=== ads8688_scan_sched ===
==> ads8688_scan_sched/m2.png <==
Scale: 4 px per um.
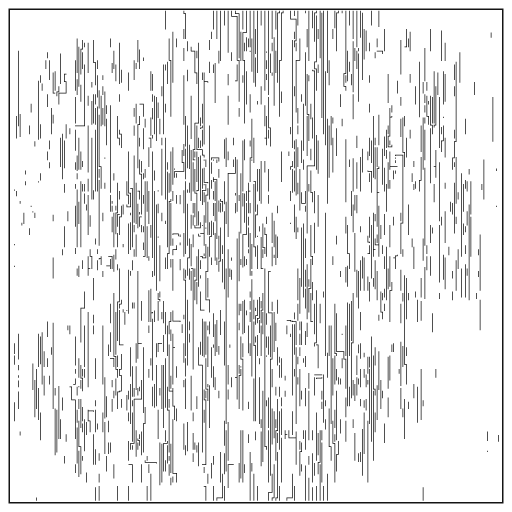

$ cat src/rtl/ads8688_scan_sched.sv
// rtl/ads8688_scan_sched.sv - round-robin ADS8688 manual-channel scan scheduler
module ads8688_scan_sched #(
   parameter int          NCH         = 8,
   parameter logic [15:0] CMD_BASE    = 16'hC000,
   parameter logic [15:0] CMD_STEP    = 16'h0400,
   parameter logic [15:0] NOOP_CMD    = 16'h0000,
   parameter int          INTER_FRAME = 2,
   parameter int          TIMEOUT     = 4096
) (
   input  logic           clk,
   input  logic           rst,
   input  logic           scan_en,
   input  logic [NCH-1:0] ch_mask,
   input  logic [31:0]    period,
   output logic           manchn_start,
   output logic [15:0]    chsel,
   input  logic           manchn_done,
   input  logic [15:0]    ch_data,
   output logic           smp_valid,
   output logic [2:0]     smp_ch,
   output logic [15:0]    smp_data,
   output logic           scan_done,
   output logic           busy,
   output logic           err_timeout
);

   typedef enum logic [2:0] {IDLE, LAUNCH, WAIT_DONE, GAP, HOLD} state_t;

   state_t         state, state_n;
   logic [NCH-1:0] work_mask, work_mask_n;
   logic [2:0]     cur_ch, cur_ch_n;
   logic [2:0]     prev_ch, prev_ch_n;
   logic           first_frame, first_frame_n;
   logic           flush, flush_n;
   logic           done_q;
   logic [15:0]    gap_cnt, gap_cnt_n;
   logic [31:0]    wd_cnt, wd_cnt_n;
   logic [31:0]    per_cnt, per_cnt_n;
   logic           manchn_start_n, smp_valid_n, scan_done_n, busy_n, err_timeout_n;
   logic [15:0]    chsel_n, smp_data_n;
   logic [2:0]     smp_ch_n;
   logic           done_edge, per_expired, scan_go;

   // lowest enabled channel still pending in a mask
   function automatic logic [2:0] lowest_ch(input logic [NCH-1:0] m);
      logic [2:0] idx;
      idx = '0;
      for (int i = NCH - 1; i >= 0; i--)
         if (m[i]) idx = 3'(i);
      return idx;
   endfunction

   assign done_edge   = manchn_done & ~done_q;
   // period 0 means back-to-back; the counter saturates so expiry is sticky
   assign per_expired = (period == 32'd0) || (per_cnt >= period - 32'd1);

   // next-state, datapath and registered-output values
   always_comb begin
      state_n        = state;
      work_mask_n    = work_mask;
      cur_ch_n       = cur_ch;
      prev_ch_n      = prev_ch;
      first_frame_n  = first_frame;
      flush_n        = flush;
      gap_cnt_n      = gap_cnt;
      wd_cnt_n       = wd_cnt;
      per_cnt_n      = (per_cnt == '1) ? per_cnt : per_cnt + 32'd1;
      chsel_n        = chsel;
      smp_data_n     = smp_data;
      smp_ch_n       = smp_ch;
      manchn_start_n = 1'b0;
      smp_valid_n    = 1'b0;
      scan_done_n    = 1'b0;
      err_timeout_n  = err_timeout;
      scan_go        = 1'b0;

      case (state)
         IDLE, HOLD: begin
            if (scan_en && per_expired) begin
               per_cnt_n     = '0;
               work_mask_n   = ch_mask;
               first_frame_n = 1'b1;
               scan_go       = (ch_mask != '0);
               state_n       = (ch_mask != '0) ? LAUNCH : IDLE;
            end else if (state == HOLD && !scan_en) begin
               state_n = IDLE;
            end
         end
         WAIT_DONE: begin
            wd_cnt_n = wd_cnt + 32'd1;
            if (done_edge) begin
               // the first frame returns the result of whatever was selected before
               if (!first_frame) begin
                  smp_valid_n = 1'b1;
                  smp_data_n  = ch_data;
                  smp_ch_n    = prev_ch;
               end
               first_frame_n          = 1'b0;
               prev_ch_n              = cur_ch;
               work_mask_n[cur_ch]    = 1'b0;
               if (flush) begin
                  scan_done_n = 1'b1;
                  state_n     = HOLD;
               end else begin
                  gap_cnt_n = 16'(INTER_FRAME - 1);
                  state_n   = GAP;
               end
            end else if (wd_cnt >= 32'(TIMEOUT - 1)) begin
               err_timeout_n = 1'b1;
               state_n       = IDLE;
            end
         end
         GAP: begin
            if (gap_cnt == 16'd0) begin
               scan_go = 1'b1;
               state_n = LAUNCH;
            end else begin
               gap_cnt_n = gap_cnt - 16'd1;
            end
         end
         default: state_n = WAIT_DONE;
      endcase

      // command word and start pulse are registered so they appear in the LAUNCH cycle
      if (scan_go) begin
         manchn_start_n = 1'b1;
         wd_cnt_n       = 32'd1;
         flush_n        = (work_mask_n == '0);
         cur_ch_n       = lowest_ch(work_mask_n);
         chsel_n        = flush_n ? NOOP_CMD : CMD_BASE + CMD_STEP * 16'(cur_ch_n);
      end

      busy_n = (state_n == LAUNCH) || (state_n == WAIT_DONE) || (state_n == GAP);
   end

   // state and output registers
   always_ff @(posedge clk) begin
      if (rst) begin
         state        <= IDLE;
         work_mask    <= '0;
         cur_ch       <= '0;
         prev_ch      <= '0;
         first_frame  <= 1'b0;
         flush        <= 1'b0;
         done_q       <= 1'b0;
         gap_cnt      <= '0;
         wd_cnt       <= '0;
         per_cnt      <= '1;
         manchn_start <= 1'b0;
         chsel        <= NOOP_CMD;
         smp_valid    <= 1'b0;
         smp_ch       <= '0;
         smp_data     <= '0;
         scan_done    <= 1'b0;
         busy         <= 1'b0;
         err_timeout  <= 1'b0;
      end else begin
         state        <= state_n;
         work_mask    <= work_mask_n;
         cur_ch       <= cur_ch_n;
         prev_ch      <= prev_ch_n;
         first_frame  <= first_frame_n;
         flush        <= flush_n;
         done_q       <= manchn_done;
         gap_cnt      <= gap_cnt_n;
         wd_cnt       <= wd_cnt_n;
         per_cnt      <= per_cnt_n;
         manchn_start <= manchn_start_n;
         chsel        <= chsel_n;
         smp_valid    <= smp_valid_n;
         smp_ch       <= smp_ch_n;
         smp_data     <= smp_data_n;
         scan_done    <= scan_done_n;
         busy         <= busy_n;
         err_timeout  <= err_timeout_n;
      end
   end

endmodule

$ cat config.mk
export PLATFORM = sky130hd
export DESIGN_NAME = ads8688_scan_sched
export DESIGN_NICKNAME = d
export VERILOG_FILES = /design/src/rtl/ads8688_scan_sched.sv
export SDC_FILE = /design/constraint.sdc
export NUM_CORES = 1
export LEC_CHECK = 0
export CAP_MARGIN = 20
export CORE_UTILIZATION = 48
export CTS_CLUSTER_SIZE = 28
export DETAILED_ROUTE_END_ITERATION = 16
export GPL_TIMING_DRIVEN = 0
export PLACE_DENSITY = 0.72
export SETUP_SLACK_MARGIN = 0.2
export SLEW_MARGIN = 20
export SYNTH_ARGS = -nofsm -noshare
export SYNTH_HDL_FRONTEND = slang
export SYNTH_SLANG_ARGS = --single-unit
$ cat constraint.sdc
create_clock -name clk -period 8.5 [get_ports clk]
set_clock_uncertainty 0.2 [all_clocks]
set_input_delay 2.55 -clock clk [delete_from_list [all_inputs] [get_ports clk]]
set_output_delay 2.55 -clock clk [all_outputs]
set_load 0.05 [all_outputs]
=== sent_rx_decoder ===
==> config.mk <==
export PLATFORM = sky130hd
export DESIGN_NAME = sent_rx_decoder
export DESIGN_NICKNAME = d
export VERILOG_FILES = /design/src/rtl/sent_rx_decoder.sv
export SDC_FILE = /design/constraint.sdc
export NUM_CORES = 1
export LEC_CHECK = 0
export ABC_AREA = 1
export CORE_MARGIN = 2
export CORE_UTILIZATION = 30
export DETAILED_ROUTE_END_ITERATION = 10
export GPL_ROUTABILITY_DRIVEN = 0
export PLACE_DENSITY = 0.52
export SETUP_SLACK_MARGIN = 0.4
export SLEW_MARGIN = 10
export SYNTH_ARGS = -nofsm -noshare
export SYNTH_HDL_FRONTEND = slang
export SYNTH_SLANG_ARGS = --single-unit
==> constraint.sdc <==
create_clock -name clk -period 4.9 [get_ports clk]
set_input_delay 0.98 -clock clk [delete_from_list [all_inputs] [get_ports clk]]
set_output_delay 0.98 -clock clk [all_outputs]
set_load 0.05 [all_outputs]
==> src/rtl/sent_rx_decoder.sv <==
// sent_rx_decoder: SENT line receiver. Measures falling-edge intervals in ticks,
// rebuilds status/data/CRC nibbles and reports a 32-bit frame word.
module sent_rx_decoder #(
  parameter int CLK_FREQ = 100000000,
  parameter int SYNC_TOL = 1
) (
  input  logic        clk,
  input  logic        rst,
  input  logic [7:0]  sent_ctick_len,
  input  logic        sent_crc_mode,
  input  logic        sent_in,
  output logic        rx_frame_vld,
  output logic [31:0] rx_frame_data,
  output logic        rx_crc_err,
  output logic        rx_err,
  output logic        rx_sync_lock
);

  localparam int         CYC_PER_US = CLK_FREQ / 1000000;
  localparam logic [9:0] T_MAX      = 10'd1023;
  localparam logic [9:0] SYNC_LO    = 10'(56 - SYNC_TOL);
  localparam logic [9:0] SYNC_HI    = 10'(56 + SYNC_TOL);
  localparam logic [3:0] CRC_SEED   = 4'd5;

  typedef enum logic [2:0] {
    HUNT,
    STATUS,
    DATA,
    CRC_NIB,
    POST
  } state_t;

  function automatic logic [3:0] crc_tbl(input logic [3:0] i);
    logic [3:0] r;
    unique case (i)
      4'd0:  r = 4'd0;
      4'd1:  r = 4'd13;
      4'd2:  r = 4'd7;
      4'd3:  r = 4'd10;
      4'd4:  r = 4'd14;
      4'd5:  r = 4'd3;
      4'd6:  r = 4'd9;
      4'd7:  r = 4'd4;
      4'd8:  r = 4'd1;
      4'd9:  r = 4'd12;
      4'd10: r = 4'd6;
      4'd11: r = 4'd11;
      4'd12: r = 4'd15;
      4'd13: r = 4'd2;
      4'd14: r = 4'd8;
      4'd15: r = 4'd5;
    endcase
    return r;
  endfunction

  logic        s1, s2, s3, fe;
  logic [7:0]  len_r;
  logic        mode_r;
  logic        halt;
  logic [15:0] tick_cyc;
  logic [15:0] sub_cnt;
  logic [9:0]  tick_cnt;
  logic        wrap;

  state_t      state, state_nx;
  logic [2:0]  idx, idx_nx;
  logic [3:0]  crc, crc_nx;
  logic [3:0]  status_r, status_nx;
  logic [23:0] data_r, data_nx;
  logic [31:0] frame_nx;
  logic        lock_nx, vld_nx, crc_err_nx, err_nx;

  logic        nib_ok, sync_ok;
  logic [3:0]  nib, crc_fin;

  always_ff @(posedge clk or negedge rst) begin
    if (!rst) begin
      s1 <= 1'b1;
      s2 <= 1'b1;
      s3 <= 1'b1;
      fe <= 1'b0;
    end else begin
      s1 <= sent_in;
      s2 <= s1;
      s3 <= s2;
      fe <= s3 & ~s2;
    end
  end

  always_ff @(posedge clk or negedge rst) begin
    if (!rst) begin
      len_r  <= 8'd0;
      mode_r <= 1'b0;
    end else begin
      len_r  <= sent_ctick_len;
      mode_r <= sent_crc_mode;
    end
  end

  assign halt = (sent_ctick_len != len_r) | (sent_crc_mode != mode_r) |
                (len_r == 8'd0);
  assign tick_cyc = 16'(int'(len_r) * CYC_PER_US);
  // >= keeps the counter bounded if the tick length shrinks
  assign wrap = (sub_cnt >= tick_cyc - 16'd1);

  always_ff @(posedge clk or negedge rst) begin
    if (!rst) begin
      sub_cnt  <= 16'd0;
      tick_cnt <= 10'd0;
    end else if (halt) begin
      sub_cnt  <= 16'd0;
      tick_cnt <= 10'd0;
    end else if (fe) begin
      sub_cnt  <= tick_cyc >> 1;
      tick_cnt <= 10'd0;
    end else if (wrap) begin
      sub_cnt <= 16'd0;
      if (tick_cnt != T_MAX)
        tick_cnt <= tick_cnt + 10'd1;
    end else begin
      sub_cnt <= sub_cnt + 16'd1;
    end
  end

  assign nib_ok  = (tick_cnt >= 10'd12) && (tick_cnt <= 10'd27);
  assign sync_ok = (tick_cnt >= SYNC_LO) && (tick_cnt <= SYNC_HI);
  assign nib     = 4'(tick_cnt - 10'd12);

  always_comb begin
    state_nx   = state;
    idx_nx     = idx;
    crc_nx     = crc;
    status_nx  = status_r;
    data_nx    = data_r;
    frame_nx   = rx_frame_data;
    lock_nx    = rx_sync_lock;
    vld_nx     = 1'b0;
    crc_err_nx = 1'b0;
    err_nx     = 1'b0;
    crc_fin    = mode_r ? crc_tbl(crc) : crc;
    if (halt) begin
      state_nx = HUNT;
      lock_nx  = 1'b0;
    end else if (fe) begin
      unique case (state)
        HUNT: begin
          if (sync_ok) begin
            state_nx = STATUS;
            lock_nx  = 1'b1;
            crc_nx   = CRC_SEED;
          end
        end
        POST: begin
          if (sync_ok) begin
            state_nx = STATUS;
            lock_nx  = 1'b1;
            crc_nx   = CRC_SEED;
          end else begin
            state_nx = HUNT;
          end
        end
        default: begin
          if (!nib_ok) begin
            err_nx  = 1'b1;
            lock_nx = 1'b0;
            if (sync_ok) begin
              state_nx = STATUS;
              crc_nx   = CRC_SEED;
            end else begin
              state_nx = HUNT;
            end
          end else begin
            unique case (state)
              STATUS: begin
                status_nx = nib;
                idx_nx    = 3'd0;
                state_nx  = DATA;
              end
              DATA: begin
                // shift in so nibble 1 ends up in the top position
                data_nx = {data_r[19:0], nib};
                crc_nx  = nib ^ crc_tbl(crc);
                if (idx == 3'd5)
                  state_nx = CRC_NIB;
                else
                  idx_nx = idx + 3'd1;
              end
              CRC_NIB: begin
                frame_nx   = {status_r, data_r, nib};
                vld_nx     = 1'b1;
                crc_err_nx = (crc_fin != nib);
                state_nx   = POST;
              end
              default: state_nx = HUNT;
            endcase
          end
        end
      endcase
    end else if (tick_cnt == T_MAX) begin
      unique case (state)
        HUNT: lock_nx = 1'b0;
        POST: begin
          state_nx = HUNT;
          lock_nx  = 1'b0;
        end
        default: begin
          state_nx = HUNT;
          lock_nx  = 1'b0;
          err_nx   = 1'b1;
        end
      endcase
    end
  end

  always_ff @(posedge clk or negedge rst) begin
    if (!rst) begin
      state         <= HUNT;
      idx           <= 3'd0;
      crc           <= 4'd0;
      status_r      <= 4'd0;
      data_r        <= 24'd0;
      rx_frame_data <= 32'd0;
      rx_frame_vld  <= 1'b0;
      rx_crc_err    <= 1'b0;
      rx_err        <= 1'b0;
      rx_sync_lock  <= 1'b0;
    end else begin
      state         <= state_nx;
      idx           <= idx_nx;
      crc           <= crc_nx;
      status_r      <= status_nx;
      data_r        <= data_nx;
      rx_frame_data <= frame_nx;
      rx_frame_vld  <= vld_nx;
      rx_crc_err    <= crc_err_nx;
      rx_err        <= err_nx;
      rx_sync_lock  <= lock_nx;
    end
  end

endmodule

=== booth_multiplier_r4 ===
$ cat config.mk
export PLATFORM = sky130hd
export DESIGN_NAME = booth_multiplier_r4
export DESIGN_NICKNAME = d
export VERILOG_FILES = /design/src/rtl/booth_multiplier_r4.sv
export SDC_FILE = /design/constraint.sdc
export NUM_CORES = 1
export LEC_CHECK = 0
export CORE_ASPECT_RATIO = 1.2
export CORE_UTILIZATION = 30
export CTS_BUF_LIST = sky130_fd_sc_hd__clkbuf_16
export DETAILED_ROUTE_END_ITERATION = 8
export PLACE_DENSITY = 0.59
export SYNTH_ARGS = -nofsm -noshare
export SYNTH_HDL_FRONTEND = slang
export SYNTH_SLANG_ARGS = --single-unit
$ cat constraint.sdc
create_clock -name clk -period 3.8 [get_ports clk]
set_input_delay 0.38 -clock clk [delete_from_list [all_inputs] [get_ports clk]]
set_output_delay 0.38 -clock clk [all_outputs]
set_load 0.005 [all_outputs]
$ cat src/rtl/booth_multiplier_r4.sv
// rtl/booth_multiplier_r4.sv - sequential radix-4 Booth multiplier, signed/unsigned, start/busy/done handshake
// Operands are widened by two bits so one digit count serves both signed and full-range unsigned inputs.
`timescale 1ns/1ps

module booth_multiplier_r4 #(
   parameter int WIDTH = 8
) (
   input  logic                 clk,
   input  logic                 reset_n,
   input  logic                 start,
   input  logic                 signed_mode,
   input  logic [WIDTH-1:0]     multiplicand,
   input  logic [WIDTH-1:0]     multiplier,
   output logic                 busy,
   output logic                 done,
   output logic [2*WIDTH-1:0]   product
);

   localparam int NITER = WIDTH / 2 + 1;
   localparam int XW    = WIDTH + 2;
   localparam int AW    = XW + 1;
   localparam int CW    = $clog2(NITER + 1);

   generate
      if ((WIDTH < 4) || (WIDTH % 2 != 0)) begin : g_width_check
         $error("booth_multiplier_r4: WIDTH must be even and >= 4");
      end
   endgenerate

   typedef enum logic {
      IDLE = 1'b0,
      RUN  = 1'b1
   } state_t;

   state_t            state_q;
   state_t            state_d;
   logic              accept;
   logic              finish;
   logic              last_digit;

   logic [XW-1:0]     m_q;
   logic [XW-1:0]     q_q;
   logic [AW-1:0]     a_q;
   logic              q_m1_q;
   logic [CW-1:0]     count_q;

   logic [XW-1:0]     m_ext;
   logic [XW-1:0]     q_ext;
   logic [AW-1:0]     m_sx;
   logic [AW-1:0]     m_dbl;
   logic [AW-1:0]     addend;
   logic [AW-1:0]     a_sum;
   logic [AW-1:0]     a_next;
   logic [XW-1:0]     q_next;
   logic              q_m1_next;
   logic [2*WIDTH-1:0] product_next;

   // Sign bit is replicated only in signed mode; unsigned operands get two zero bits.
   assign m_ext = {{2{signed_mode & multiplicand[WIDTH-1]}}, multiplicand};
   assign q_ext = {{2{signed_mode & multiplier[WIDTH-1]}}, multiplier};

   assign m_sx  = {m_q[XW-1], m_q};
   assign m_dbl = {m_q, 1'b0};

   always_comb begin
      addend = '0;
      case ({q_q[1:0], q_m1_q})
         3'b001, 3'b010: addend = m_sx;
         3'b011:         addend = m_dbl;
         3'b100:         addend = -m_dbl;
         3'b101, 3'b110: addend = -m_sx;
         default:        addend = '0;
      endcase
   end

   assign a_sum = a_q + addend;

   // Arithmetic shift of {A, Q, q_m1} by two places.
   assign {a_next, q_next, q_m1_next} = {a_sum[AW-1], a_sum[AW-1], a_sum, q_q[XW-1:1]};

   assign product_next = {a_next[WIDTH-3:0], q_next};
   assign last_digit   = (count_q == CW'(NITER - 1));

   always_ff @(posedge clk or negedge reset_n) begin
      if (!reset_n) begin
         state_q <= IDLE;
      end else begin
         state_q <= state_d;
      end
   end

   always_comb begin
      state_d = state_q;
      accept  = 1'b0;
      finish  = 1'b0;
      case (state_q)
         IDLE: begin
            if (start) begin
               accept  = 1'b1;
               state_d = RUN;
            end
         end
         RUN: begin
            if (last_digit) begin
               finish  = 1'b1;
               state_d = IDLE;
            end
         end
         default: state_d = IDLE;
      endcase
   end

   always_ff @(posedge clk or negedge reset_n) begin
      if (!reset_n) begin
         m_q     <= '0;
         q_q     <= '0;
         a_q     <= '0;
         q_m1_q  <= 1'b0;
         count_q <= '0;
         busy    <= 1'b0;
         done    <= 1'b0;
         product <= '0;
      end else begin
         if (accept) begin
            m_q     <= m_ext;
            q_q     <= q_ext;
            a_q     <= '0;
            q_m1_q  <= 1'b0;
            count_q <= '0;
         end else if (state_q == RUN) begin
            a_q     <= a_next;
            q_q     <= q_next;
            q_m1_q  <= q_m1_next;
            count_q <= count_q + CW'(1);
         end
         busy <= (state_d == RUN);
         done <= finish;
         if (finish) begin
            product <= product_next;
         end
      end
   end

endmodule


==> notes/layouts.md <==
Pictures saved along the way, in no particular order.

Signal wires on met3.
Scale: 2 px per um. Cells faint in the background.
Plate I
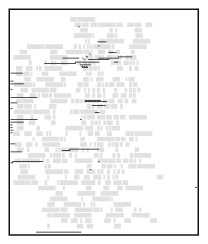
Plate II
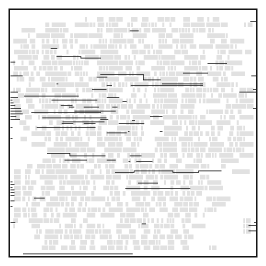
Plate III
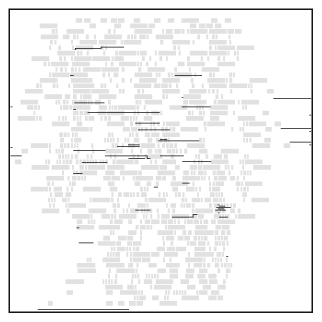
- ads8688_scan_sched = Plate II
- booth_multiplier_r4 = Plate I
- sent_rx_decoder = Plate III
Of these, largest die: Plate III

Key to Plate III:
The wires run mostly horizontal. The layer carries 420 um of wire.

==> ads8688_scan_sched/m1.png <==
Scale: 3 px per um. Cells faint in the background.
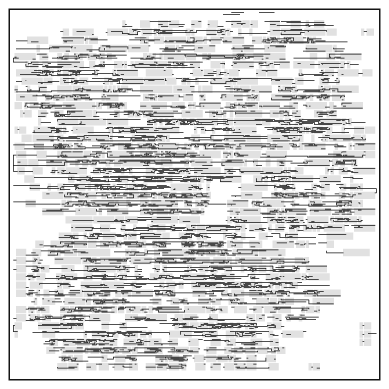
The layer holds 48% of the routed length. The wires run mostly horizontal. The layer carries 7,880 um of wire. The longest straight run is 45.5 um.
WL final: 16.4 mm
met1 Resource Use GR: 30.7%

About ads8688_scan_sched/m2.png:
861 nets have wire on it. The wires run mostly vertical. The longest straight run is 44.5 um. The layer holds 47% of the routed length. The layer carries 7,650 um of wire.
vias after detailed routing: 6,207
met2 routing resource usage after global routing: 36.1%

==> results.txt, ads8688_scan_sched <==
Notes on the physical design

The buffer and inverter count on the worst path is 2. The fraction of final layout cells with drive strength greater than 1 is 7.07%. The final design utilization is 62.5%. The cell depth of the worst min-delay path is 2. The height of the die is 123 um. Listed in order, past its start point the critical path passes clkdlybuf4s50_1, nor4_1, nand2b_1, or3_1, clkbuf_1, nand2b_1, nor4_2, nand3_1, nor3_1, xnor2_1, ha_1, nand4_1, nor4_1, and2_0, a22oi_1, nand3_1, mux2_2, and3b_4, a32o_1. Per the TritonCTS log, the buffer count is 17. The remaining number of nets flagged by the antenna check after routing is 0. 0 antenna diodes ended up in the layout. The count of pins on the block boundary is 100. The detailed router put a total of 7.88 mm of wire on met1. Setup repair after global routing left no endpoint under its margin.

The worst path meets setup with 0.659 ns of slack. The routed wire length per instance is 14.2 um. The cell area after synthesis is 7030 um^2.

The run finished with clean final reports.
## ads8688_scan_sched: tightest hold or removal path, stage by stage, from the launching register on
cell and delay, ns:
sky130_fd_sc_hd__dfxtp_1 0.30, sky130_fd_sc_hd__nand2_1 0.05, sky130_fd_sc_hd__a21oi_1 0.05
## ads8688_scan_sched: final cells by class
cell class | instances | area share (%)
flip-flops and latches | 128 | 29.1
clock inverters | 13 | 1.83
multi-input cells | 677 | 48.5
inverters | 10 | 0.426
repair buffers | 87 | 9.88
plain buffers | 42 | 2.53
clock buffers | 19 | 5.14
well taps | 180 | 2.56
## ads8688_scan_sched: power by group through the flow
stage	Sequential (W)	Combinational (W)	Clock, W
after global routing	0.000763	0.000661	0.000790
after CTS	0.000752	0.000589	0.000760
after detailed placement	0.000763	0.000583	0
after global placement	0.000761	0.000574	0
final	0.000753	0.000596	0.000748
after floorplan	0.000776	0.000404	0
## ads8688_scan_sched: final timing paths
kind                                    from           end  slack [ns]
worst max register to register    per_cnt[0]     cur_ch[1]        5.09
worst min-delay path            smp_data[14]  smp_data[14]        0.25
worst min register to register  smp_data[14]  smp_data[14]        0.25
worst max-delay path               period[4]         flush        0.66
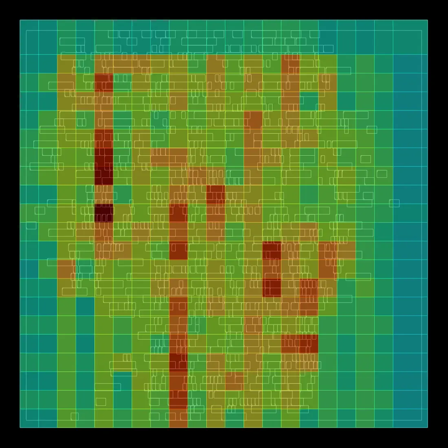
(sent_rx_decoder/congestion_map.png)
WL per Instance: 13.0 um
most used routing layer: met2
total routing resource utilization after global routing: 14.3%
met1 Resource Use GR: 19.7%

==> results.txt, sent_rx_decoder <==
Notes on the physical design

The run finished with clean final reports. The floorplan die width is 151 um. Per the final layout report, the fraction of cells sized above drive strength 1 comes to 11.4%.

The main combinational cell family by area after synthesis is simple AND/OR/NAND/NOR gates. The minimum period implied by the final worst setup slack is 4.21 ns. Among all cell types in the netlist, the one instantiated most often is sky130_fd_sc_hd__nand2_1. The final instance area is 8140 um^2.

Per the finish-stage timing summary, setup violations number 0. The largest single stage delay on the critical path is 0.50 ns. Setup repair after global routing left no endpoint under its margin.

The clock share of power is 49.6%. The number of non-filler instances in the completed layout is 1,152. The script logs the ratio of routed vias to standard cells as 4.46. Total power normalized to cell area comes to 323 nW/um^2. The worst min-delay path endpoint is s2. Counting every instance in the synthesized netlist gives 798. Of the total standard cell area in the layout, the multi-input combinational portion is 41.3%.
## sent_rx_decoder: cells by family after synthesis
| kind of cell | Yosys count |
|---|---|
| xor gates and xnor gates | 30 |
| and+or+nand+nor | 361 |
| DFF | 113 |
| adders and majority gates | 62 |
| AOI/OAI and AO/OA | 111 |
| buffers and inverters | 121 |
## sent_rx_decoder: sequential cells by signal (all words and copies together), names as in the netlist
name,count
rx_sync_lock,1
state,3
tick_cnt,10
s2,1
status_r,4
sub_cnt,16
len_r,8
fe,1
s3,1
rx_err,1
crc,4
rx_frame_data,32
s1,1
rx_frame_vld,1
idx,3
rx_crc_err,1
mode_r,1
data_r,24
## sent_rx_decoder: worst max path at each step
stage	start	endpoint	cells past startpoint
floorplan	len_r[2]	tick_cnt[2]	25
global placement	len_r[3]	tick_cnt[2]	26
detailed placement	len_r[3]	tick_cnt[4]	26
CTS	len_r[3]	tick_cnt[4]	26
global route	len_r[3]	sub_cnt[14]	25
finish	len_r[3]	tick_cnt[7]	26
## sent_rx_decoder: what timing repair did
item	4_1_cts	5_1_grt
gates cloned	0	1
endpoints found under the setup margin	24	26
pin swaps	1	12
resized	4	38
setup buffers	2	6
==> booth_multiplier_r4/congestion_map.png <==
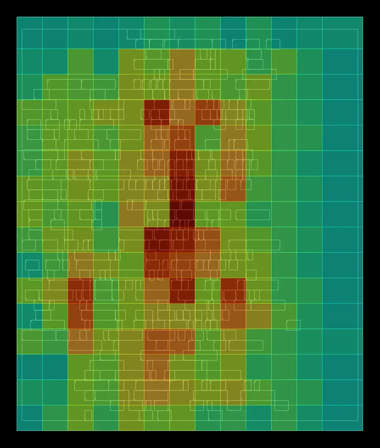
total routing resource utilization after global routing: 14.2%
WL per Instance: 14.5 um
Final Core Density: 38.0%
met3 Track Usage GR: 2.78%

==> booth_multiplier_r4/m2.png <==
Scale: 4 px per um.
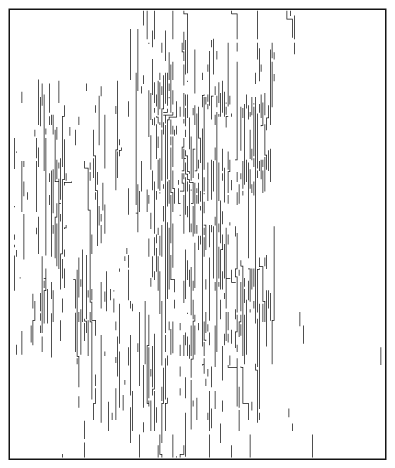
The layer holds 51% of the routed length. The layer carries 3,580 um of wire. The wires run mostly vertical. 338 nets have wire on it. The longest straight run is 59.8 um.
vias after detailed routing: 2,531
met2 routing resource usage after global routing: 24.1%
WL final: 7.04 mm

==> results.txt, booth_multiplier_r4 <==
Notes on the physical design

The area taken by multi-input combinational cells is reported as 1650 um^2. The starting density of the core is 31.4%. By area the synthesized netlist is led by sky130_fd_sc_hd__dfrtp_1 (41%), sky130_fd_sc_hd__mux2_2 (5.9%), sky130_fd_sc_hd__nand2_1 (5.8%).

Counting stages on the worst path, the most repeated cell is sky130_fd_sc_hd__xnor2_1. The number of sinks handled by clock tree synthesis is 50. The top register by number of flip-flops is product. Of all the cell area in the finished design, non-clock buffers hold 11.6%.

Multiplexer cells account for 10.6% of the synthesized area. The die covers 10,500 um^2. The measured slew at the worst slew-check pin is 0.923 ns. According to the I/O placement log, the pin count is 38.

The insertion delay to the later sink of the worst-skew pair is 0.30 ns. The TritonCTS clock tree is yes. Warnings reported by Yosys during synthesis add up to 0. The run finished with clean final reports. The timing report lists the critical path depth as 15 cells. The clock share of power is 11.0%.

Global routing used 17.2% of the available met1 tracks. The filler cells instantiated in the layout total 1,008. Clock skew on the completed layout was measured at 0.00365 ns.
[booth_multiplier_r4: metal layers]
layer	share of wire [%]	wire (um)	vias to the layer above
met5	0	0	-
met4	2.8	199	0
met3	3.3	231	17
met2	51	3580	56
met1	43	3030	1221
li1	-	-	1237
[booth_multiplier_r4: cells in the final DEF (no fill, tap or decap), drive strengths merged, types with 4 or more instances in the layout]
master,count
mux2i,14
clkdlybuf4s50,36
a211oi,6
xnor2,9
xor2,5
ha,13
buf,9
o211ai,4
nor2,21
inv,14
clkbuf,5
nand3,6
nand2,47
o21ai,34
mux2,16
o31ai,4
dfrtp,50
a22o,6
a21oi,20
nor3,5
[booth_multiplier_r4: timing repair]
item                       CTS  global route
resized                      0             1
setup endpoints to repair    0             1
hold buffers                 0             0
[booth_multiplier_r4: per-stage QoR]
stage	total power, W	cell area, um^2	hold slack, ns	std cells	setup slack (ns)
6_report	0.00407	3670	0.189	487	0.369
5_1_grt	0.00445	3670	0.255	487	0.0683
4_1_cts	0.00410	3670	0.230	487	0.281
3_5_place_dp	0.00364	3530	0.474	479	0.298
3_3_place_gp	0.00357	3530	0.463	479	0.421
2_1_floorplan	0.00292	3030	0.0844	330	0.460

Power figures rest on the tool's default switching activity, not on a simulated workload.
